# ---- apb_mem_slave_flat ----
**apb_mem_slave_flat: congestion heat map**

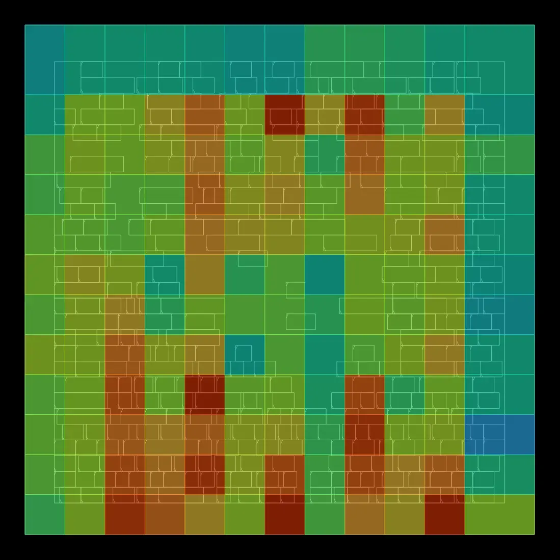
**apb_mem_slave_flat: where the registers sit**

Scale bar: 20 um.
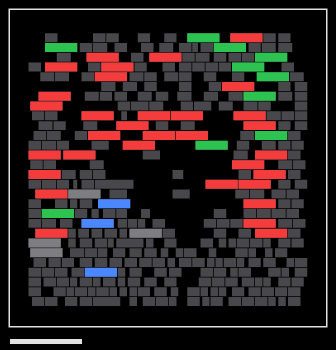
## src/rtl/apb_mem_slave_if.sv

```systemverilog
// APB3 completer-side bus bundle between the system interconnect and apb_mem_slave.
// The requester drives select/enable/address/write data; the completer returns read data, ready and error.
interface apb_mem_slave_if #(
    parameter int APB_ADDR_WIDTH = 32,
    parameter int DATA_WIDTH     = 32
);
    logic                      psel;
    logic                      penable;
    logic                      pwrite;
    logic [APB_ADDR_WIDTH-1:0] paddr;
    logic [DATA_WIDTH-1:0]     pwdata;
    logic [DATA_WIDTH-1:0]     prdata;
    logic                      pready;
    logic                      pslverr;

    modport master (
        output psel, penable, pwrite, paddr, pwdata,
        input  prdata, pready, pslverr
    );

    modport slave (
        input  psel, penable, pwrite, paddr, pwdata,
        output prdata, pready, pslverr
    );
endinterface

```

## src/rtl/apb_mem_slave.sv

```systemverilog
// APB3 completer in front of a 1-cycle-latency sync RAM; writes/errors complete with 0 wait states, reads with 1.
// Backpressure: pready is held low for exactly one access cycle on reads; dropping psel aborts to IDLE.
module apb_mem_slave #(
    parameter int APB_ADDR_WIDTH = 32,
    parameter int ADDR_WIDTH     = 10,
    parameter int DATA_WIDTH     = 32
) (
    input  logic                  clk,
    input  logic                  reset,
    apb_mem_slave_if.slave        apb,
    output logic                  mem_wr_en_o,
    output logic                  mem_rd_en_o,
    output logic [ADDR_WIDTH-1:0] mem_addr_o,
    output logic [DATA_WIDTH-1:0] mem_wdata_o,
    input  logic [DATA_WIDTH-1:0] mem_rdata_i
);
    localparam int BOFF = $clog2(DATA_WIDTH / 8);

    // Byte-lane offset bits must be zero; bits above the RAM span must be zero (no aliasing).
    localparam logic [APB_ADDR_WIDTH-1:0] ALIGN_MASK =
        APB_ADDR_WIDTH'((64'd1 << BOFF) - 64'd1);
    localparam logic [APB_ADDR_WIDTH-1:0] SPAN_MASK =
        APB_ADDR_WIDTH'((64'd1 << (BOFF + ADDR_WIDTH)) - 64'd1);

    typedef enum logic [2:0] {
        IDLE,
        WR_ACC,
        RD_REQ,
        RD_DATA,
        ERR_ACC
    } state_t;

    state_t                r_state;
    state_t                w_nxt_state;
    logic                  r_pready;
    logic                  r_pslverr;
    logic                  r_mem_wr_en;
    logic                  r_mem_rd_en;
    logic [ADDR_WIDTH-1:0] r_mem_addr;
    logic [DATA_WIDTH-1:0] r_mem_wdata;

    logic                  w_nxt_pready;
    logic                  w_nxt_pslverr;
    logic                  w_nxt_wr_en;
    logic                  w_nxt_rd_en;
    logic                  w_latch;
    logic                  w_setup;
    logic                  w_bad_addr;

    assign w_setup    = apb.psel && !apb.penable;
    assign w_bad_addr = (|(apb.paddr & ALIGN_MASK)) || (|(apb.paddr & ~SPAN_MASK));

    always_ff @(posedge clk or posedge reset) begin
        if (reset) begin
            r_state <= IDLE;
        end else begin
            r_state <= w_nxt_state;
        end
    end

    always_comb begin
        w_nxt_state   = r_state;
        w_nxt_pready  = 1'b0;
        w_nxt_pslverr = 1'b0;
        w_nxt_wr_en   = 1'b0;
        w_nxt_rd_en   = 1'b0;
        w_latch       = 1'b0;
        case (r_state)
            IDLE: begin
                // An access phase without a preceding setup is not a transfer we own.
                if (w_setup) begin
                    w_latch = 1'b1;
                    if (w_bad_addr) begin
                        w_nxt_state   = ERR_ACC;
                        w_nxt_pready  = 1'b1;
                        w_nxt_pslverr = 1'b1;
                    end else if (apb.pwrite) begin
                        w_nxt_state  = WR_ACC;
                        w_nxt_pready = 1'b1;
                        w_nxt_wr_en  = 1'b1;
                    end else begin
                        w_nxt_state = RD_REQ;
                        w_nxt_rd_en = 1'b1;
                    end
                end
            end
            RD_REQ: begin
                if (apb.psel) begin
                    w_nxt_state  = RD_DATA;
                    w_nxt_pready = 1'b1;
                end else begin
                    w_nxt_state = IDLE;
                end
            end
            WR_ACC, RD_DATA, ERR_ACC: begin
                w_nxt_state = IDLE;
            end
            default: begin
                w_nxt_state = IDLE;
            end
        endcase
    end

    always_ff @(posedge clk or posedge reset) begin
        if (reset) begin
            r_pready    <= 1'b0;
            r_pslverr   <= 1'b0;
            r_mem_wr_en <= 1'b0;
            r_mem_rd_en <= 1'b0;
            r_mem_addr  <= '0;
            r_mem_wdata <= '0;
        end else begin
            r_pready    <= w_nxt_pready;
            r_pslverr   <= w_nxt_pslverr;
            r_mem_wr_en <= w_nxt_wr_en;
            r_mem_rd_en <= w_nxt_rd_en;
            if (w_latch) begin
                r_mem_addr  <= apb.paddr[BOFF +: ADDR_WIDTH];
                r_mem_wdata <= apb.pwdata;
            end
        end
    end

    // RAM data arrives the cycle after the read strobe, which is exactly RD_DATA.
    assign apb.prdata  = (r_state == RD_DATA) ? mem_rdata_i : '0;
    assign apb.pready  = r_pready;
    assign apb.pslverr = r_pslverr;
    assign mem_wr_en_o = r_mem_wr_en;
    assign mem_rd_en_o = r_mem_rd_en;
    assign mem_addr_o  = r_mem_addr;
    assign mem_wdata_o = r_mem_wdata;
endmodule

```

## src/flat_wrapper.sv

```systemverilog
// flat-port wrapper written by rule: the top's interface ports become plain ports
module apb_mem_slave_flat 
#(
    parameter int APB_ADDR_WIDTH = 32,
    parameter int ADDR_WIDTH     = 10,
    parameter int DATA_WIDTH     = 32
)
  (clk, reset, mem_wr_en_o, mem_rd_en_o, mem_addr_o, mem_wdata_o, mem_rdata_i, apb_psel, apb_penable, apb_pwrite, apb_paddr, apb_pwdata, apb_prdata, apb_pready, apb_pslverr);
  apb_mem_slave_if #(.APB_ADDR_WIDTH(APB_ADDR_WIDTH), .DATA_WIDTH(DATA_WIDTH)) apb_i ();
  input  logic clk;
  input  logic reset;
  output logic mem_wr_en_o;
  output logic mem_rd_en_o;
  output logic [ADDR_WIDTH-1:0] mem_addr_o;
  output logic [DATA_WIDTH-1:0] mem_wdata_o;
  input  logic [DATA_WIDTH-1:0] mem_rdata_i;
  input wire logic [$bits(apb_i.psel)-1:0] apb_psel;
  input wire logic [$bits(apb_i.penable)-1:0] apb_penable;
  input wire logic [$bits(apb_i.pwrite)-1:0] apb_pwrite;
  input wire logic [$bits(apb_i.paddr)-1:0] apb_paddr;
  input wire logic [$bits(apb_i.pwdata)-1:0] apb_pwdata;
  output wire logic [$bits(apb_i.prdata)-1:0] apb_prdata;
  output wire logic [$bits(apb_i.pready)-1:0] apb_pready;
  output wire logic [$bits(apb_i.pslverr)-1:0] apb_pslverr;
  assign apb_i.psel = apb_psel;
  assign apb_i.penable = apb_penable;
  assign apb_i.pwrite = apb_pwrite;
  assign apb_i.paddr = apb_paddr;
  assign apb_i.pwdata = apb_pwdata;
  assign apb_prdata = apb_i.prdata;
  assign apb_pready = apb_i.pready;
  assign apb_pslverr = apb_i.pslverr;
  apb_mem_slave #(.APB_ADDR_WIDTH(APB_ADDR_WIDTH), .ADDR_WIDTH(ADDR_WIDTH), .DATA_WIDTH(DATA_WIDTH)) u_core (.clk(clk), .reset(reset), .apb(apb_i), .mem_wr_en_o(mem_wr_en_o), .mem_rd_en_o(mem_rd_en_o), .mem_addr_o(mem_addr_o), .mem_wdata_o(mem_wdata_o), .mem_rdata_i(mem_rdata_i));
endmodule
```

## config.mk

```make
export PLATFORM = sky130hd
export DESIGN_NAME = apb_mem_slave_flat
export DESIGN_NICKNAME = d
export VERILOG_FILES = /design/src/rtl/apb_mem_slave_if.sv /design/src/rtl/apb_mem_slave.sv /design/src/flat_wrapper.sv
export SDC_FILE = /design/constraint.sdc
export NUM_CORES = 1
export LEC_CHECK = 0
export CORE_MARGIN = 5
export CORE_UTILIZATION = 35
export CTS_CLUSTER_SIZE = 25
export DETAILED_ROUTE_END_ITERATION = 8
export PLACE_DENSITY = 0.94
export SKIP_CTS_REPAIR_TIMING = 1
export SLEW_MARGIN = 20
export SYNTH_ARGS = -nofsm -noshare
export SYNTH_HDL_FRONTEND = slang
export SYNTH_SLANG_ARGS = --single-unit
```

## constraint.sdc

```tcl
create_clock -name clk -period 3.5 [get_ports clk]
set_input_delay 0.7 -clock clk [delete_from_list [all_inputs] [get_ports clk]]
set_output_delay 0.7 -clock clk [all_outputs]
set_load 0.03 [all_outputs]
```

==> CHANGELOG.md <==
### Implementation results

- CP endpoint: apb_prdata[15]
- Non-clock buffering overhead: 0.440
- Tool Warnings: 26
- Clk slew on worst S/H paths: 0.09 ns
- Late-Pin Clk Latency: 0.30 ns
- Non-filler instance count after layout: 408
- Worst VDD drop: 0.263 mV
- Max Cap Viol: 0
- Sequential cell area share: 0.300
- FF+latch count: 49
- Dpl cells: 400
- Crit Path Class: register to primary output
- Final min period: 3.08 ns
- Final ANT Viol Nets: 0
- Leakage power: 1.65 nW
- Comb group: 0.599 mW
- Reg power frac: 0.410
- DIE WIDTH: 87.9 um
- Status: completed
- DR WL met2: 3.92 mm
- First-pass GRT wire length: 10.5 mm
- Fmax: 325 MHz
- Htree depth: 2
- IO Port Bufs: 178
- Worst path cell trace: and3b_1, and2_1, clkdlybuf4s50_1
- Post-Synth Simple-Gate Area: 0.167
- Placement row count: 28
- Final period util: 0.880
- Post-route cell area: 4090 sq um
- Hold crit path type: register to register
- Final nets: 433
- Cells after Synth: 153
- RSZ-0062 raised after global routing: no
- Logic cell area: 850 sq um
- Die extent in y: 87.9 um
- DRT Wirelength: 7.09 mm
- CTS tree: built
- Most frequent cells after synthesis: dfrtp_1, mux2_2, and2_1
- R2r endpoint: u_core.mem_wdata_o[13]$_DFFE_PP0P_
- P_int: 1.18 mW
- Share of layout cells above drive strength 1: 0.159
- Number of global-route vias before repair: 2022
- Area grow syn2layout: 92.3%
- Setup WS pre-CTS: 0.733 ns
- Max reg flops: 32
- Multi-In Gates: 94
- Top logic family: multiplexers
- Cell variety after synth: 21
- Switching share of power: 0.305
- Crit path max-delay family: simple AND/OR/NAND/NOR gates
- Critical path's largest stage delay: 0.71 ns
- Logic gate share of total power: 0.352
- Top cell type by total area after synthesis: dfrtp_1
- Pre-Repair DR Iteration Count: 4
- Synth Area in Compound Gates: 0.0106
- Main power group: registers
- Top cell excl fill/tap: clkdlybuf4s50_1
- Post-layout util: 0.690
- Multi-input combinational area share: 0.208
- Mux share: 0.222
- Slowest stage cell, crit path: clkdlybuf4s50_1
- Setup violators final: 0
- Clock buffers: 5
- Core Area: 5920 sq um
- Yosys chip area: 2130 sq um
- Seq/Total Area, Yosys: 0.577
- Placed instance area: 3970 sq um
- Worst slew pin tran: 0.813 ns
- R2R Path Start: u_core.r_state[1]$_DFFE_PP0P_
- Vias: 1849
## Picture notes: 'congestion heat map' of apb_mem_slave_flat
met1 usage: 0.184
met3 Usage GRT: 0.0555
Avg WL per Cell: 17.4 um
GRT Util Overall: 0.180
met2 Resource Use GR: 0.344

## Picture notes: 'where the registers sit' of apb_mem_slave_flat
| colour | signal | sequential cells |
|---|---|---|
| red | `u_core.mem_wdata_o` | 32 |
| green | `u_core.mem_addr_o` | 10 |
| blue | `u_core.r_state` | 3 |
not coloured: 4


# ---- johnson_phase_tracker ----
[src/rtl/johnson_phase_tracker.sv]
// Tracks the phase of a Johnson counter from its sampled state word. It checks
// each sample for a legal hold or single-step advance and reports lock, errors and wrap-around.
module johnson_phase_tracker #(
    parameter int WIDTH      = 8,
    parameter int LOCK_COUNT = 4,
    parameter int ERR_W      = 8
) (
    input  logic                          clk,
    input  logic                          rst_n,
    input  logic [WIDTH-1:0]              code_in,
    input  logic                          clear_err,
    output logic [$clog2(2*WIDTH)-1:0]    phase_out,
    output logic                          phase_valid,
    output logic                          locked,
    output logic                          code_err,
    output logic [ERR_W-1:0]              err_count,
    output logic                          wrap_pulse
);

    localparam int PH_W  = $clog2(2*WIDTH);
    localparam int ADV_W = $clog2(LOCK_COUNT + 1);

    localparam logic [1:0] ST_UNLOCKED = 2'd0;
    localparam logic [1:0] ST_ACQUIRE  = 2'd1;
    localparam logic [1:0] ST_LOCKED   = 2'd2;

    // Johnson code for phase k: low k bits set up to k=WIDTH, then the ones drain from the bottom.
    function automatic logic [WIDTH-1:0] phase_code(input int k);
        logic [WIDTH-1:0] ones;
        ones = '1;
        if (k <= WIDTH) return ones >> (WIDTH - k);
        else            return ones << (k - WIDTH);
    endfunction

    logic [WIDTH-1:0] code_q, code_d;
    logic             sample_v_q, sample_v_d;
    logic [1:0]       state_q, state_d;
    logic [WIDTH-1:0] ref_code_q, ref_code_d;
    logic [ADV_W-1:0] adv_cnt_q, adv_cnt_d;
    logic [PH_W-1:0]  phase_q, phase_d;
    logic             phase_valid_q, phase_valid_d;
    logic             locked_q, locked_d;
    logic             code_err_q, code_err_d;
    logic [ERR_W-1:0] err_count_q, err_count_d;
    logic             wrap_q, wrap_d;

    logic             legal;
    logic [PH_W-1:0]  dec_phase;
    logic             is_hold;
    logic             is_adv;
    logic [ADV_W-1:0] adv_inc;

    always_comb begin
        // NOTE: every combinational output gets a default first, so no path can infer a latch.
        legal     = 1'b0;
        dec_phase = '0;
        for (int k = 0; k < 2*WIDTH; k++) begin
            if (code_q == phase_code(k)) begin
                legal     = 1'b1;
                dec_phase = PH_W'(k);
            end
        end
        is_hold = (code_q == ref_code_q);
        is_adv  = (code_q == {ref_code_q[WIDTH-2:0], ~ref_code_q[WIDTH-1]});
        adv_inc = adv_cnt_q + 1'b1;
    end

    always_comb begin
        code_d        = code_in;
        sample_v_d    = 1'b1;
        state_d       = state_q;
        ref_code_d    = ref_code_q;
        adv_cnt_d     = adv_cnt_q;
        phase_d       = phase_q;
        phase_valid_d = phase_valid_q;
        code_err_d    = 1'b0;
        wrap_d        = 1'b0;

        if (sample_v_q) begin
            phase_valid_d = legal;
            if (legal) begin
                phase_d    = dec_phase;
                ref_code_d = code_q;
            end
            if (state_q == ST_UNLOCKED) begin
                if (legal) begin
                    adv_cnt_d = '0;
                    state_d   = ST_ACQUIRE;
                end else begin
                    code_err_d = 1'b1;
                end
            end else if (!legal) begin
                code_err_d = 1'b1;
                state_d    = ST_UNLOCKED;
            end else if (is_hold) begin
                state_d = state_q;
            end else if (is_adv) begin
                if (state_q == ST_LOCKED) begin
                    wrap_d = (ref_code_q == phase_code(2*WIDTH-1)) && (code_q == '0);
                end else if (adv_inc == ADV_W'(LOCK_COUNT)) begin
                    state_d   = ST_LOCKED;
                    adv_cnt_d = '0;
                end else begin
                    adv_cnt_d = adv_inc;
                end
            end else begin
                code_err_d = 1'b1;
                adv_cnt_d  = '0;
                state_d    = ST_ACQUIRE;
            end
        end

        // A clear coinciding with a new error leaves that error counted.
        if (clear_err)                    err_count_d = {{(ERR_W-1){1'b0}}, code_err_d};
        else if (code_err_d && !(&err_count_q)) err_count_d = err_count_q + 1'b1;
        else                              err_count_d = err_count_q;

        locked_d = (state_d == ST_LOCKED);
    end

    // NOTE: sequential state uses non-blocking assignments so all flops update from pre-edge values.
    always_ff @(posedge clk or negedge rst_n) begin
        if (!rst_n) begin
            code_q        <= '0;
            sample_v_q    <= 1'b0;
            state_q       <= ST_UNLOCKED;
            ref_code_q    <= '0;
            adv_cnt_q     <= '0;
            phase_q       <= '0;
            phase_valid_q <= 1'b0;
            locked_q      <= 1'b0;
            code_err_q    <= 1'b0;
            err_count_q   <= '0;
            wrap_q        <= 1'b0;
        end else begin
            code_q        <= code_d;
            sample_v_q    <= sample_v_d;
            state_q       <= state_d;
            ref_code_q    <= ref_code_d;
            adv_cnt_q     <= adv_cnt_d;
            phase_q       <= phase_d;
            phase_valid_q <= phase_valid_d;
            locked_q      <= locked_d;
            code_err_q    <= code_err_d;
            err_count_q   <= err_count_d;
            wrap_q        <= wrap_d;
        end
    end

    assign phase_out   = phase_q;
    assign phase_valid = phase_valid_q;
    assign locked      = locked_q;
    assign code_err    = code_err_q;
    assign err_count   = err_count_q;
    assign wrap_pulse  = wrap_q;

endmodule

[config.mk]
export PLATFORM = sky130hd
export DESIGN_NAME = johnson_phase_tracker
export DESIGN_NICKNAME = d
export VERILOG_FILES = /design/src/rtl/johnson_phase_tracker.sv
export SDC_FILE = /design/constraint.sdc
export NUM_CORES = 1
export LEC_CHECK = 0
export CORE_MARGIN = 5
export CORE_UTILIZATION = 40
export CTS_BUF_LIST = sky130_fd_sc_hd__clkbuf_16
export DETAILED_ROUTE_END_ITERATION = 6
export GPL_TIMING_DRIVEN = 0
export MAX_ROUTING_LAYER = met4
export PLACE_DENSITY = 0.7
export SLEW_MARGIN = 20
export SYNTH_ARGS = -nofsm -noshare
export SYNTH_HDL_FRONTEND = slang
export SYNTH_SLANG_ARGS = --single-unit
[constraint.sdc]
create_clock -name clk -period 5.66 [get_ports clk]
set_input_delay 1.698 -clock clk [delete_from_list [all_inputs] [get_ports clk]]
set_output_delay 1.698 -clock clk [all_outputs]
set_load 0.005 [all_outputs]
**johnson_phase_tracker: congestion heat map**

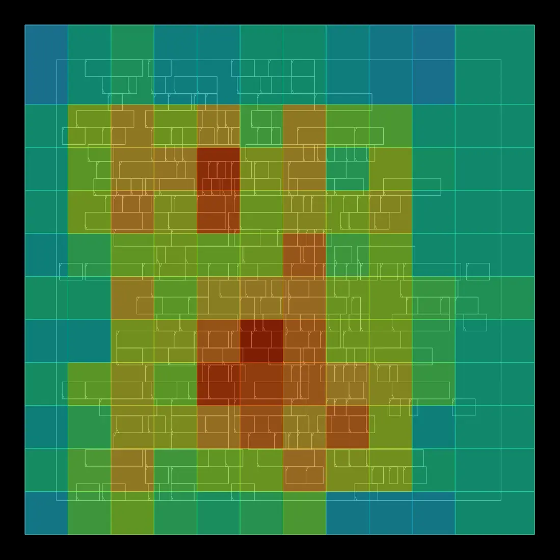
busiest grt layer: met2
Avg WL per Cell: 13.9 um
post-layout util: 0.509
GRT Util Overall: 0.151

**johnson_phase_tracker: selected gate families**

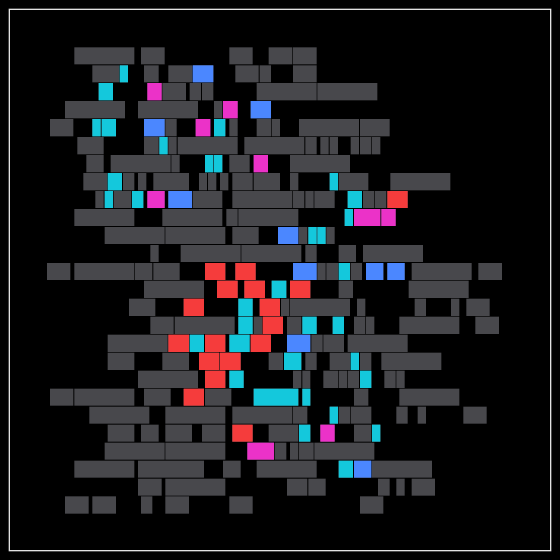
| colour | family | cells |
|---|---|---|
| cyan | nor cells | 34 |
| magenta | and/or cells | 9 |
| blue | non-inverting ao/oa cells | 10 |
| red | xor and xnor cells | 17 |
multi-input combinational area share: 0.384
non-filler instance count after layout: 309
Top cell excl fill/tap: dfrtp_1

==> CHANGELOG.md <==
### Implementation results

- Status: completed
- Post-synthesis cell area: 2060 sq um
- Fmax: 340 MHz
- Non-clock inverters: 8
- Ant diodes: 0
- Most frequent cells in the layout: dfrtp_1, clkdlybuf4s50_1, nand2_1
- Sink Count: 38
- Non-clock buffering overhead: 0.146
- Clock buffers: 5
- WP buf/inv: 1
- Syn_nets: 218
- Setup TNS: 0 ns
- Fillers: 451
- Pin count of the biggest net entering global routing: 22
- Routed wl met3: 206 um
- ClkCell Share: 0.0536
- Setup WS pre-CTS: 2.69 ns
- Min-delay src: phase_out[2]$_DFFE_PN0P_
- Multi-In Gates: 146
- Pre-Repair DR Iteration Count: 4
- Synth Area in Compound Gates: 0.143
- Clock power frac: 0.375
- Post-Synth Simple-Gate Area: 0.194
- CTS tree: built
- Die extent in y: 81.7 um
- Seq/Total Area, Yosys: 0.462
- Non-clock buffers: 39
- WHS: 0.475 ns
- Crit path max-delay family: buffers and inverters
- Num CTS Buffers: 5
- Drt drc: 0
- Critical path's largest stage delay: 0.54 ns
- Final Skew: 0.00380 ns
- Late-Pin Clk Latency: 0.28 ns
- Synth warn: 0
- Mux share: 0.0492
- R2R Path Start: code_q[0]$_DFF_PN0_
- Flop area: 951 sq um
- R2R depth: 8
- Top cell type by total area after synthesis: dfrtp_1
- Vias: 1600
- Die area: 6680 sq um
- Power after layout: 0.702 mW
- FF+latch count: 38
- Seq cells post-synth: 38
- Setup violators final: 0
- DRT Wirelength: 4.29 mm
- Met3 Usage GRT: 0.0384
- Reg power frac: 0.455
- Grt ovf: 0
- Worst path cell trace: clkdlybuf4s50_1
- Cell area power density: 273 nW/um^2
- Post-synth EDFFs: 0
- Starting DRC count in detailed routing: 128
- Syn Area/Cell: 10.1 sq um
- Leakage power: 1.11 nW
- Number of global-route vias before repair: 1576
- R2R Setup Slk: 3.32 ns
- Tool Warnings: 27
- # IOs: 27
- Clk slew on worst S/H paths: 0.06 ns
- Area grow syn2layout: 24.7%
- DR WL met2: 2.10 mm
- Worst-path fanout max: 6
- Met2 Resource Use GR: 0.230
**johnson_phase_tracker: signal wires on met2**

Scale bar: 20 um.
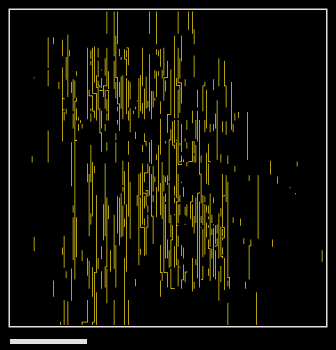
longest straight run: 46.1 um
share of all routed wire: 49%
main direction: vertical
wire length on this layer: 2100 um


# ---- mux_nway_arb ----
**mux_nway_arb: where the registers sit**

Scale bar: 20 um.
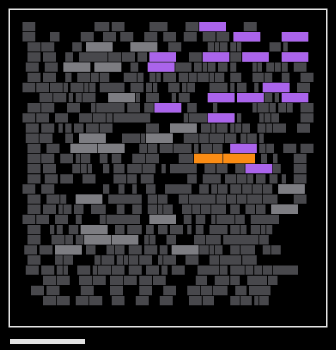
**mux_nway_arb: selected gate families**

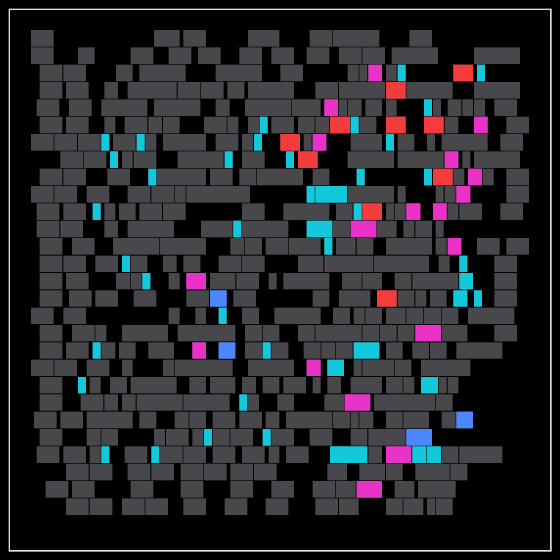
## config.mk

```make
export PLATFORM = sky130hd
export DESIGN_NAME = mux_nway_arb
export DESIGN_NICKNAME = d
export VERILOG_FILES = /design/src/rtl/mux_nway_arb_pkg.sv /design/src/rtl/mux_nway_arb_rr_pick.sv /design/src/rtl/mux_nway_arb.sv
export SDC_FILE = /design/constraint.sdc
export NUM_CORES = 1
export LEC_CHECK = 0
export CORE_MARGIN = 3
export CORE_UTILIZATION = 36
export DETAILED_ROUTE_END_ITERATION = 10
export PLACE_DENSITY_LB_ADDON = 0.15
export SKIP_LAST_GASP = 1
export SLEW_MARGIN = 0
export SYNTH_ARGS = -nofsm -noshare
export SYNTH_HDL_FRONTEND = slang
export SYNTH_SLANG_ARGS = --single-unit
```

## constraint.sdc

```tcl
create_clock -name clk -period 1.97 [get_ports clk]
set_input_delay 0.197 -clock clk [delete_from_list [all_inputs] [get_ports clk]]
set_output_delay 0.197 -clock clk [all_outputs]
set_load 0.005 [all_outputs]
```

## src/rtl/mux_nway_arb_pkg.sv

```systemverilog
// Shared encodings and constants for the N-way channel multiplexer/arbiter.
// The beat counter increment lives here so every user wraps the same way.
package mux_nway_arb_pkg;

   typedef enum logic {
      MODE_FIXED = 1'b0,
      MODE_RR    = 1'b1
   } mode_e;

   localparam int BEAT_CNT_W = 16;

   // Modulo-2^BEAT_CNT_W increment; the natural overflow gives the wrap.
   function automatic logic [BEAT_CNT_W-1:0] cnt_inc(input logic [BEAT_CNT_W-1:0] cnt);
      return cnt + BEAT_CNT_W'(1);
   endfunction

endpackage

```

## src/rtl/mux_nway_arb_rr_pick.sv

```systemverilog
// Round-robin priority search: first valid channel at or after ptr, wrapping.
// Produces a one-hot grant and the matching index; both are zero when nothing is valid.
module rr_pick
   import mux_nway_arb_pkg::*;
#(
   parameter int N  = 4,
   parameter int SW = $clog2(N)
) (
   input  logic [N-1:0]  valid,
   input  logic [SW-1:0] ptr,
   output logic [N-1:0]  grant,
   output logic [SW-1:0] grant_idx
);

   localparam logic [SW:0] N_L = (SW+1)'(N);

   logic [N-1:0]  rot_s;
   logic [SW:0]   sum_s;
   logic [SW-1:0] idx_s;
   logic          found_s;

   // Rotating by ptr puts the highest-priority channel at bit 0.
   assign rot_s = N'({valid, valid} >> ptr);

   // Fixed-priority scan of the rotated vector, mapped back to a channel index.
   always_comb begin
      found_s = 1'b0;
      idx_s   = '0;
      sum_s   = '0;
      for (int j = 0; j < N; j++) begin
         sum_s = {1'b0, ptr} + (SW+1)'(j);
         if (!found_s && rot_s[j]) begin
            found_s = 1'b1;
            idx_s   = (sum_s >= N_L) ? SW'(sum_s - N_L) : SW'(sum_s);
         end else begin
            found_s = found_s;
         end
      end
   end

   // One-hot expansion of the winning index.
   always_comb begin
      grant = '0;
      for (int k = 0; k < N; k++) begin
         grant[k] = found_s && (idx_s == SW'(k));
      end
      grant_idx = idx_s;
   end

endmodule

```

## src/rtl/mux_nway_arb.sv

```systemverilog
// N-way channel multiplexer with fixed-select or round-robin arbitration
// feeding a single registered valid/ready output stage and a beat counter.
module mux_nway_arb
   import mux_nway_arb_pkg::*;
#(
   parameter int WIDTH = 16,
   parameter int N     = 4,
   parameter int SW    = $clog2(N)
) (
   input  logic                  clk,
   input  logic                  reset,
   input  logic [N*WIDTH-1:0]    in_data,
   input  logic [N-1:0]          in_valid,
   output logic [N-1:0]          in_ready,
   input  logic [SW-1:0]         sel,
   input  logic                  rr_en,
   output logic [WIDTH-1:0]      out_data,
   output logic [SW-1:0]         out_id,
   output logic                  out_valid,
   input  logic                  out_ready,
   output logic [BEAT_CNT_W-1:0] beat_cnt
);

   localparam logic [SW:0] N_L = (SW+1)'(N);

   logic                  load_en_s;
   logic                  rr_mode_s;
   logic                  sel_ok_s;
   logic                  xfer_s;
   logic [N-1:0]          rr_grant_s;
   logic [N-1:0]          fix_grant_s;
   logic [N-1:0]          chosen_s;
   logic [SW-1:0]         rr_idx_s;
   logic [SW-1:0]         chosen_idx_s;
   logic [SW-1:0]         ptr_next_s;
   logic [WIDTH-1:0]      pick_data_s;
   logic [SW-1:0]         ptr_r;
   logic [WIDTH-1:0]      out_data_r;
   logic [SW-1:0]         out_id_r;
   logic                  out_valid_r;
   logic [BEAT_CNT_W-1:0] beat_cnt_r;

   assign load_en_s = !out_valid_r || out_ready;
   assign rr_mode_s = (mode_e'(rr_en) == MODE_RR);

   rr_pick #(
      .N  (N),
      .SW (SW)
   ) u_rr_pick (
      .valid     (in_valid),
      .ptr       (ptr_r),
      .grant     (rr_grant_s),
      .grant_idx (rr_idx_s)
   );

   // Channel choice for the current mode; an out-of-range select chooses nothing.
   always_comb begin
      sel_ok_s    = ({1'b0, sel} < N_L);
      fix_grant_s = '0;
      for (int k = 0; k < N; k++) begin
         fix_grant_s[k] = sel_ok_s && (sel == SW'(k));
      end
      if (rr_mode_s) begin
         chosen_s     = rr_grant_s;
         chosen_idx_s = rr_idx_s;
      end else begin
         chosen_s     = fix_grant_s;
         chosen_idx_s = sel;
      end
   end

   // Ready is offered only to the chosen channel, and never during reset.
   always_comb begin
      if (reset) begin
         in_ready = '0;
      end else if (load_en_s) begin
         in_ready = chosen_s;
      end else begin
         in_ready = '0;
      end
   end

   assign xfer_s = |(in_valid & in_ready);

   // AND-OR data mux keyed on the one-hot choice.
   always_comb begin
      pick_data_s = '0;
      for (int k = 0; k < N; k++) begin
         pick_data_s = pick_data_s | ({WIDTH{chosen_s[k]}} & in_data[k*WIDTH +: WIDTH]);
      end
   end

   assign ptr_next_s = (chosen_idx_s == SW'(N-1)) ? '0 : chosen_idx_s + SW'(1);

   // Output register, round-robin pointer and beat counter.
   always_ff @(posedge clk) begin
      if (reset) begin
         out_valid_r <= 1'b0;
         out_data_r  <= '0;
         out_id_r    <= '0;
         ptr_r       <= '0;
         beat_cnt_r  <= '0;
      end else begin
         if (load_en_s) begin
            out_valid_r <= xfer_s;
            if (xfer_s) begin
               out_data_r <= pick_data_s;
               out_id_r   <= chosen_idx_s;
            end
         end
         if (xfer_s && rr_mode_s) begin
            ptr_r <= ptr_next_s;
         end
         if (out_valid_r && out_ready) begin
            beat_cnt_r <= cnt_inc(beat_cnt_r);
         end
      end
   end

   assign out_data  = out_data_r;
   assign out_id    = out_id_r;
   assign out_valid = out_valid_r;
   assign beat_cnt  = beat_cnt_r;

endmodule

```

==> CHANGELOG.md <==
### Implementation results

- Yosys chip area: 2230 sq um
- CP startpoint: ptr_r[1]$_SDFFE_PP0P_
- Dpl cells: 476
- Status: finished with violations
- Top cell excl fill/tap: clkdlybuf4s50_1
- Top logic family: AND-OR/OR-AND gates
- FA/HA/MAJ Cells, Area Fraction: 0.00561
- Met1 usage: 0.261
- Top cell type by total area after synthesis: dfxtp_1
- Setup violators final: 24
- Slowest stage cell, crit path: or4_4
- IO Port Bufs: 112
- Fmax: 455 MHz
- R2R Path Start: ptr_r[1]$_SDFFE_PP0P_
- Crit path setup slack, layout: -0.228 ns
- Violated checks: setup timing
About 'where the registers sit' of mux_nway_arb:
| colour | signal | sequential cells |
|---|---|---|
| purple | `beat_cnt` | 16 |
| orange | `ptr_r` | 2 |
not coloured: 19
Flop area: 746 sq um
Seq. pwr: 0.840 mW
post-layout util: 0.695
sequential cell area share: 0.180

About 'selected gate families' of mux_nway_arb:
| colour | family | cells | most used |
|---|---|---|---|
| magenta | and/or cells | 18 | or3_1 |
| cyan | nor cells | 43 | nor2_1 |
| red | xor and xnor cells | 10 | xor2_1 |
| blue | non-inverting ao/oa cells | 4 | o21a_1 |


# ---- fetch_ctrl ----
**fetch_ctrl: M3 wires**

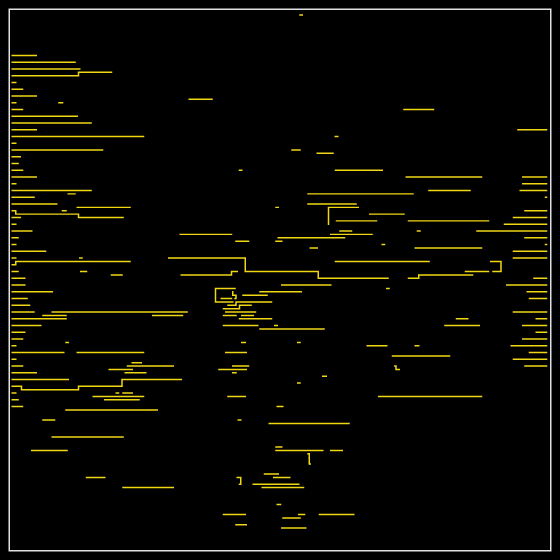
**fetch_ctrl: where the registers sit**

Scale bar: 20 um.
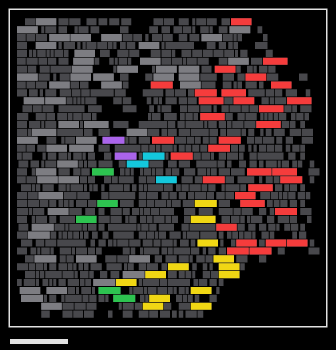
**fetch_ctrl: congestion heat map**

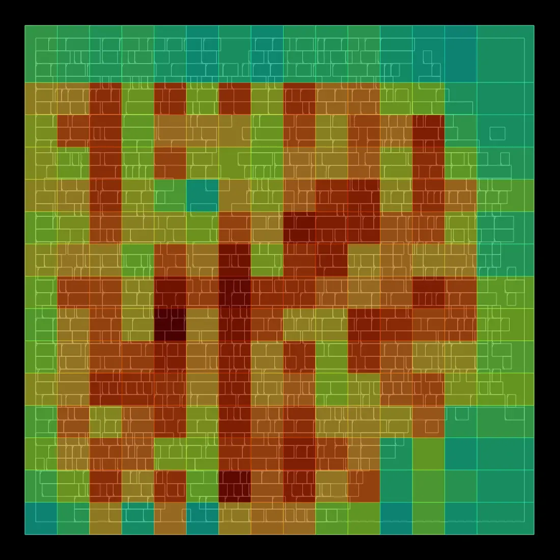
<file path="config.mk">
export PLATFORM = sky130hd
export DESIGN_NAME = fetch_ctrl
export DESIGN_NICKNAME = d
export VERILOG_FILES = /design/src/rtl/fetch_ctrl.sv
export SDC_FILE = /design/constraint.sdc
export NUM_CORES = 1
export LEC_CHECK = 0
export CAP_MARGIN = 20
export CORE_MARGIN = 2
export CORE_UTILIZATION = 44
export CTS_CLUSTER_DIAMETER = 150
export DETAILED_ROUTE_END_ITERATION = 8
export PLACE_DENSITY = 0.81
export SETUP_SLACK_MARGIN = 0.4
export SYNTH_ARGS = -nofsm -noshare
export SYNTH_HDL_FRONTEND = slang
export SYNTH_SLANG_ARGS = --single-unit
</file>
<file path="constraint.sdc">
create_clock -name clk -period 1.8 [get_ports clk]
set_input_delay 0.18 -clock clk [delete_from_list [all_inputs] [get_ports clk]]
set_output_delay 0.18 -clock clk [all_outputs]
set_load 0.03 [all_outputs]
</file>
<file path="src/rtl/fetch_ctrl.sv">
// fetch_ctrl: single-issue instruction fetch and issue sequencer.
// It fetches the word at the current PC, hands it to decode with a one-cycle
// d_valid strobe, and then waits for every completion pulse that the
// instruction class requires before it fetches the next word.
// The opcode and func encodings are MIPS-style. The non-MIPS members are
// SGT (SPECIAL func 101011), SGTI (001011), LWC2 (110010) and SWC2 (111010).
module fetch_ctrl #(
  parameter int IMEM_LATENCY = 2,
  parameter int WAIT_LIMIT   = 4096
) (
  input  logic        clk,
  input  logic        rst,
  input  logic        run,
  input  logic [12:0] o_addr,
  output logic [12:0] i_addr,
  input  logic [31:0] i_data,
  output logic [31:0] op,
  output logic        d_valid,
  input  logic        jump_finish,
  input  logic        write_finish,
  input  logic        load_finish,
  input  logic        store_finish,
  input  logic        uart_send_done,
  output logic        busy,
  output logic [31:0] retired,
  output logic        stall_err
);

  localparam int LAT_W  = $clog2(IMEM_LATENCY + 1);
  localparam int WAIT_W = $clog2(WAIT_LIMIT + 1);

  // Completion-mask bit positions: jump, write, load, store, uart.
  localparam logic [4:0] M_J = 5'b00001;
  localparam logic [4:0] M_W = 5'b00010;
  localparam logic [4:0] M_L = 5'b00100;
  localparam logic [4:0] M_S = 5'b01000;
  localparam logic [4:0] M_U = 5'b10000;

  typedef enum logic [2:0] {
    S_IDLE,
    S_FETCH,
    S_ISSUE,
    S_WAIT,
    S_HALT
  } state_e;

  state_e              state_q, state_d;
  logic [LAT_W-1:0]    lat_q, lat_d;
  logic [WAIT_W-1:0]   wait_q, wait_d;
  logic [4:0]          flags_q, flags_d;
  logic [4:0]          mask_q, mask_d;
  logic [12:0]         i_addr_q, i_addr_d;
  logic [31:0]         op_q, op_d;
  logic [31:0]         retired_q, retired_d;
  logic                stall_q, stall_d;
  logic [4:0]          pulses;
  logic                done;

  // Returns the set of completion pulses that an instruction class must produce.
  function automatic logic [4:0] class_mask(input logic [5:0] opc,
                                            input logic [4:0] fmt,
                                            input logic [5:0] func);
    logic [4:0] m;
    m = M_J;
    case (opc)
      6'b000000: begin  // SPECIAL
        case (func)
          6'b000000, 6'b000010, 6'b000011, 6'b000100, 6'b000110, 6'b000111,
          6'b001001, 6'b100000, 6'b100010, 6'b100100, 6'b100101, 6'b100111,
          6'b101010, 6'b101011: m = M_J | M_W;
          default:              m = M_J;  // JR and unknown funcs
        endcase
      end
      6'b001000, 6'b001101, 6'b001010, 6'b001011, 6'b001111, 6'b000011,
      6'b110010:            m = M_J | M_W;         // ADDI ORI SLTI SGTI LUI JAL LWC2
      6'b100011, 6'b110001: m = M_J | M_L | M_W;   // LW LWC1
      6'b101011, 6'b111001: m = M_J | M_S;         // SW SWC1
      6'b111010:            m = M_J | M_U;         // SWC2 (UART send)
      6'b010001: begin  // COP1
        if (fmt == 5'b01000) begin
          m = M_J;  // BC1T / BC1F
        end else if (func[5:4] == 2'b11) begin
          m = M_J | M_W;
        end else begin
          case (func)
            6'b000000, 6'b000001, 6'b000010, 6'b000011, 6'b000100, 6'b000101,
            6'b000110, 6'b001000, 6'b001001, 6'b001100, 6'b100000: m = M_J | M_W;
            default:                                               m = M_J;
          endcase
        end
      end
      default: m = M_J;  // J BEQ BNE and unknown opcodes
    endcase
    return m;
  endfunction

  assign pulses = {uart_send_done, store_finish, load_finish, write_finish, jump_finish};
  // Pulses in the current cycle count toward completion, so the instruction
  // retires in the same cycle that its last required pulse arrives.
  assign done   = ((flags_q | pulses) & mask_q) == mask_q;

  // Next-state and datapath update for the fetch/issue/wait sequence.
  always_comb begin
    // NOTE: every _d signal gets a hold default first so that no path through
    // the case infers a latch.
    state_d   = state_q;
    lat_d     = lat_q;
    wait_d    = wait_q;
    flags_d   = flags_q;
    mask_d    = mask_q;
    i_addr_d  = i_addr_q;
    op_d      = op_q;
    retired_d = retired_q;
    stall_d   = stall_q;
    unique case (state_q)
      S_IDLE: begin
        if (run) begin
          state_d  = S_FETCH;
          i_addr_d = o_addr;
          lat_d    = '0;
        end
      end
      S_FETCH: begin
        if (lat_q == LAT_W'(IMEM_LATENCY)) begin
          op_d    = i_data;
          state_d = S_ISSUE;
        end else begin
          lat_d = lat_q + LAT_W'(1);
        end
      end
      S_ISSUE: begin
        flags_d = '0;
        mask_d  = class_mask(op_q[31:26], op_q[25:21], op_q[5:0]);
        wait_d  = '0;
        state_d = S_WAIT;
      end
      S_WAIT: begin
        flags_d = flags_q | pulses;
        if (done) begin
          retired_d = retired_q + 32'd1;
          if (run) begin
            state_d  = S_FETCH;
            i_addr_d = o_addr;
            lat_d    = '0;
          end else begin
            state_d = S_IDLE;
          end
        end else if (wait_q == WAIT_W'(WAIT_LIMIT - 1)) begin
          // The counter would reach WAIT_LIMIT here. A completion in this
          // same cycle has already taken the branch above.
          state_d = S_HALT;
          stall_d = 1'b1;
        end else begin
          wait_d = wait_q + WAIT_W'(1);
        end
      end
      S_HALT:  state_d = S_HALT;
      default: state_d = S_IDLE;
    endcase
  end

  // State and datapath registers, with synchronous reset.
  always_ff @(posedge clk) begin
    // NOTE: all sequential state uses non-blocking assignments so that every
    // register samples the pre-edge value of every other register.
    if (rst) begin
      state_q   <= S_IDLE;
      lat_q     <= '0;
      wait_q    <= '0;
      flags_q   <= '0;
      mask_q    <= '0;
      i_addr_q  <= '0;
      op_q      <= '0;
      retired_q <= '0;
      stall_q   <= 1'b0;
    end else begin
      state_q   <= state_d;
      lat_q     <= lat_d;
      wait_q    <= wait_d;
      flags_q   <= flags_d;
      mask_q    <= mask_d;
      i_addr_q  <= i_addr_d;
      op_q      <= op_d;
      retired_q <= retired_d;
      stall_q   <= stall_d;
    end
  end

  assign i_addr    = i_addr_q;
  assign op        = op_q;
  assign d_valid   = (state_q == S_ISSUE);
  assign busy      = (state_q == S_FETCH) || (state_q == S_ISSUE) || (state_q == S_WAIT);
  assign retired   = retired_q;
  assign stall_err = stall_q;

endmodule

</file>
==> CHANGELOG.md <==
### Implementation results

- Status: finished with violations
- Violated checks: setup timing
- Ys cells: 588
- Count of cell instances traversed by the critical path: 6
- CP startpoint: mask_q[4]$_SDFFE_PP0P_
- Synth Flop Type: dfxtp_1
- Most frequent cells in the layout: buf_4, dfxtp_1, nand2_1
- Hold Crit Depth: 2
- GRT Util Overall: 0.254
- Clk slew on worst S/H paths: 0.12 ns
- Yosys chip area: 4830 sq um
- Worst Path Arrival: 2.41 ns
- Pre-Repair DR Iteration Count: 6
- First-pass GRT wire length: 24.3 mm
- Required @ worst endpoint: 2.10 ns
- Top cell excl fill/tap: buf_4
- Sink Count: 107
- Cell variety after synth: 54
- Critical path startpoint category: register
- Post-Synth Simple-Gate Area: 0.280
- DR vias/cell: 5.90
- DP HPWL: 10.2 mm
- Comb group: 0.473 mW
- Initial antenna violation count: 0
- Synth async-reset ratio: 0
- R2R Setup Slk: -0.30 ns
- Seq. pwr: 2.39 mW
- Drt drc: 0
- Multi-input combinational area share: 0.391
- Setup repair bufs after CTS: 20
- Grt ovf: 0
- Setup violators final: 49
- Crit path setup slack, layout: -0.304 ns
- Final nets: 869
- R2R depth: 6
- Hold worst-path end: mask_q[0]$_SDFFE_PP0P_
- Clock power frac: 0.347
- Fillers: 675
- Placement row count: 38
- ClkCell Share: 0.0247
- Area grow syn2layout: 69.7%
- Top class by area: logic gates
- WHS: 0.222 ns
- # IOs: 133
About 'M3 wires' of fetch_ctrl:
share of all routed wire: 6.4%
nets with wire on the layer: 154
wire length on this layer: 1170 um
DRT Wirelength: 18.2 mm
Vias: 5654
met3 Usage GRT: 0.0532

About 'where the registers sit' of fetch_ctrl:
| colour | signal | sequential cells |
|---|---|---|
| purple | `lat_q` | 2 |
| yellow | `wait_q` | 13 |
| green | `mask_q` | 5 |
| cyan | `state_q` | 3 |
| red | `retired` | 32 |
not coloured: 52

About 'congestion heat map' of fetch_ctrl:
Avg WL per Cell: 19.0 um
met2 Resource Use GR: 0.458
busiest grt layer: met2


# ---- tecla_scheduler ----
**tecla_scheduler: M3 wires**

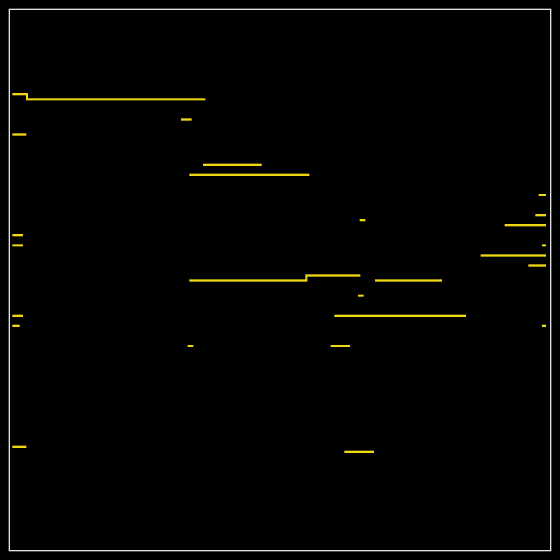
--- src/rtl/tecla_scheduler.sv ---
// Frame-synchronous key-code sequencer for the piano renderer: arbitrates a 4-entry live-key FIFO
// against a demo source and holds each note for HOLD_FRAMES frames followed by one blank frame.
module tecla_scheduler #(
  parameter int unsigned HOLD_FRAMES = 6,
  parameter int unsigned FIFO_DEPTH  = 4
) (
  input  logic       clock,
  input  logic       reset,
  input  logic       frame_start,
  input  logic       key_valid,
  input  logic [5:0] key_code,
  output logic       key_ready,
  input  logic       demo_mode,
  input  logic       demo_valid,
  input  logic [5:0] demo_code,
  output logic       demo_ready,
  output logic [5:0] tecla,
  output logic       note_on,
  output logic       drop,
  output logic [2:0] fifo_count
);

  typedef enum logic [1:0] {StIdle, StShow, StGap} state_e;

  localparam logic [7:0] HoldInit = 8'(HOLD_FRAMES - 1);
  localparam logic [2:0] FifoFull = 3'(FIFO_DEPTH);
  localparam logic [5:0] MaxNote  = 6'd32;

  logic [5:0] r_mem [4];
  logic [1:0] r_wr_ptr;
  logic [1:0] r_rd_ptr;
  logic [2:0] r_count;

  state_e     r_state;
  logic [7:0] r_hold;
  logic [5:0] r_tecla;
  logic       r_note_on;
  logic       r_drop;

  logic w_key_ready;
  logic w_key_hs;
  logic w_key_ok;
  logic w_push;
  logic w_launch;
  logic w_pop;
  logic w_demo_hs;
  logic w_demo_bad;

  // A same-cycle pop is deliberately not credited: a full FIFO refuses the push.
  assign w_key_ready = !demo_mode && (r_count < FifoFull);
  assign w_key_hs    = key_valid && w_key_ready;
  assign w_key_ok    = (key_code != 6'd0) && (key_code <= MaxNote);
  assign w_push      = w_key_hs && w_key_ok;

  assign w_launch    = frame_start && (r_state != StShow);
  assign w_pop       = w_launch && !demo_mode && (r_count != 3'd0);
  assign w_demo_hs   = w_launch && demo_mode && demo_valid;
  assign w_demo_bad  = demo_code > MaxNote;

  always_ff @(posedge clock) begin
    if (w_push) begin
      r_mem[r_wr_ptr] <= key_code;
    end
  end

  always_ff @(posedge clock or posedge reset) begin
    if (reset) begin
      r_wr_ptr <= 2'd0;
      r_rd_ptr <= 2'd0;
      r_count  <= 3'd0;
    end else begin
      if (w_push) begin
        r_wr_ptr <= r_wr_ptr + 2'd1;
      end
      if (w_pop) begin
        r_rd_ptr <= r_rd_ptr + 2'd1;
      end
      unique case ({w_push, w_pop})
        2'b10:   r_count <= r_count + 3'd1;
        2'b01:   r_count <= r_count - 3'd1;
        default: r_count <= r_count;
      endcase
    end
  end

  always_ff @(posedge clock or posedge reset) begin
    if (reset) begin
      r_drop <= 1'b0;
    end else begin
      r_drop <= (w_key_hs && !w_key_ok) || (w_demo_hs && w_demo_bad);
    end
  end

  // Everything visible to the renderer moves only on frame_start, so a key never tears.
  always_ff @(posedge clock or posedge reset) begin
    if (reset) begin
      r_state   <= StIdle;
      r_hold    <= 8'd0;
      r_tecla   <= 6'd0;
      r_note_on <= 1'b0;
    end else if (frame_start) begin
      unique case (r_state)
        StIdle, StGap: begin
          if (demo_mode) begin
            if (demo_valid && !w_demo_bad) begin
              r_tecla   <= demo_code;
              r_note_on <= (demo_code != 6'd0);
              r_hold    <= HoldInit;
              r_state   <= StShow;
            end else begin
              r_tecla   <= 6'd0;
              r_note_on <= 1'b0;
              r_state   <= StIdle;
            end
          end else if (r_count != 3'd0) begin
            r_tecla   <= r_mem[r_rd_ptr];
            r_note_on <= 1'b1;
            r_hold    <= HoldInit;
            r_state   <= StShow;
          end else begin
            r_tecla   <= 6'd0;
            r_note_on <= 1'b0;
            r_state   <= StIdle;
          end
        end
        StShow: begin
          if (r_hold == 8'd0) begin
            r_tecla   <= 6'd0;
            r_note_on <= 1'b0;
            r_state   <= StGap;
          end else begin
            r_hold <= r_hold - 8'd1;
          end
        end
        default: begin
          r_tecla   <= 6'd0;
          r_note_on <= 1'b0;
          r_state   <= StIdle;
        end
      endcase
    end
  end

  assign key_ready  = w_key_ready;
  assign demo_ready = w_launch && demo_mode;
  assign tecla      = r_tecla;
  assign note_on    = r_note_on;
  assign drop       = r_drop;
  assign fifo_count = r_count;

endmodule

--- config.mk ---
export PLATFORM = sky130hd
export DESIGN_NAME = tecla_scheduler
export DESIGN_NICKNAME = d
export VERILOG_FILES = /design/src/rtl/tecla_scheduler.sv
export SDC_FILE = /design/constraint.sdc
export NUM_CORES = 1
export LEC_CHECK = 0
export CAP_MARGIN = 20
export CORE_UTILIZATION = 47
export CTS_BUF_LIST = sky130_fd_sc_hd__clkbuf_4
export DETAILED_ROUTE_END_ITERATION = 6
export PLACE_DENSITY = 0.71
export SYNTH_ARGS = -nofsm -noshare
export SYNTH_HDL_FRONTEND = slang
export SYNTH_SLANG_ARGS = --single-unit
--- constraint.sdc ---
create_clock -name clock -period 2.8 [get_ports clock]
set_input_delay 0.56 -clock clock [delete_from_list [all_inputs] [get_ports clock]]
set_output_delay 0.56 -clock clock [all_outputs]
set_load 0.03 [all_outputs]
==> CHANGELOG.md <==
### Implementation results

- Status: completed
- Clock-net power: 0.515 mW
- Most frequent cells in the layout: clkdlybuf4s50_1, dfrtp_1, edfxtp_1
- # IOs: 31
- Final nets: 239
- Setup TNS: 0 ns
- Hold worst-path end: r_mem[1][3]$_DFFE_PP_
- WHS: 0.486 ns
- Most frequent cells after synthesis: dfrtp_1, edfxtp_1, nor2_1, o2bb2ai_1, mux2i_1
- Leakage power: 1.20 nW
- Tool Warnings: 30
- Fillers: 377
- Dpl cells: 273
- DRT Wirelength: 4.46 mm
- Power after layout: 2.87 mW
- Top class by area: registers
- Worst relative slew slack: 0.657
- Htree depth: 2
- Max Transition Viols Final: 0
About 'M3 wires' of tecla_scheduler:
nets with wire on the layer: 20
wire length on this layer: 133 um
main direction: horizontal
share of all routed wire: 3.0%
longest straight run: 23.9 um



==> layout pictures side by side <==
M3 wires.
shot_01.png
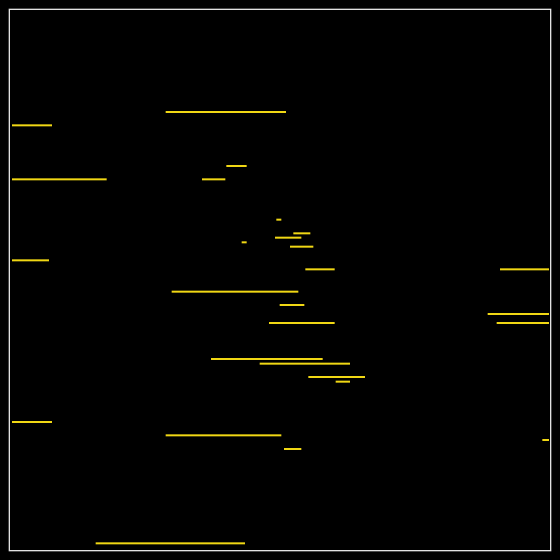
shot_02.png
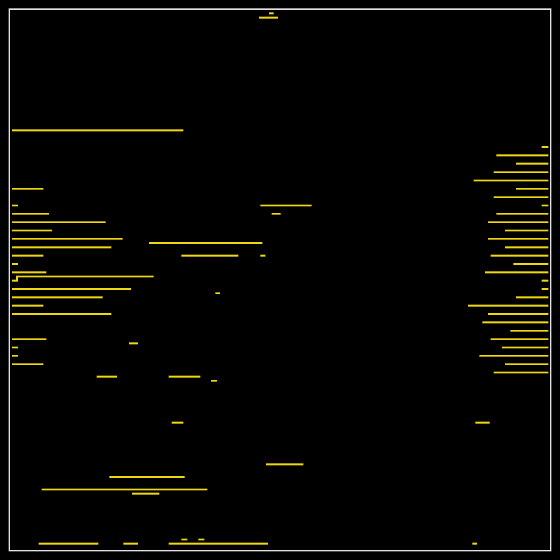
shot_03.png
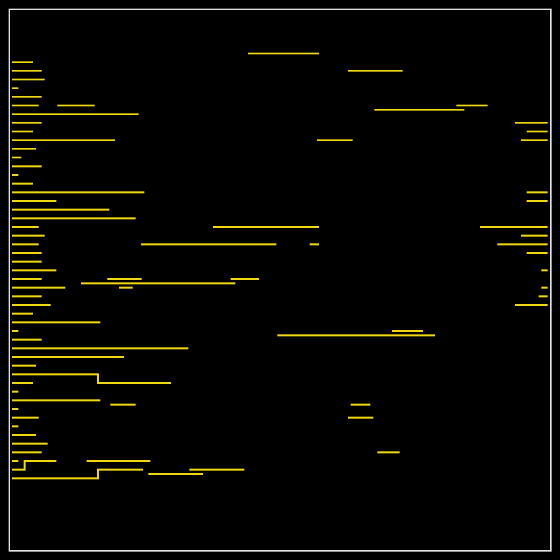
mux_nway_arb is shot_03.png.
johnson_phase_tracker is shot_01.png.
apb_mem_slave_flat is shot_02.png.

Key to shot_02.png:
wire length on this layer: 527 um
nets with wire on the layer: 61
main direction: horizontal

Power and IR drop assume default switching activity.
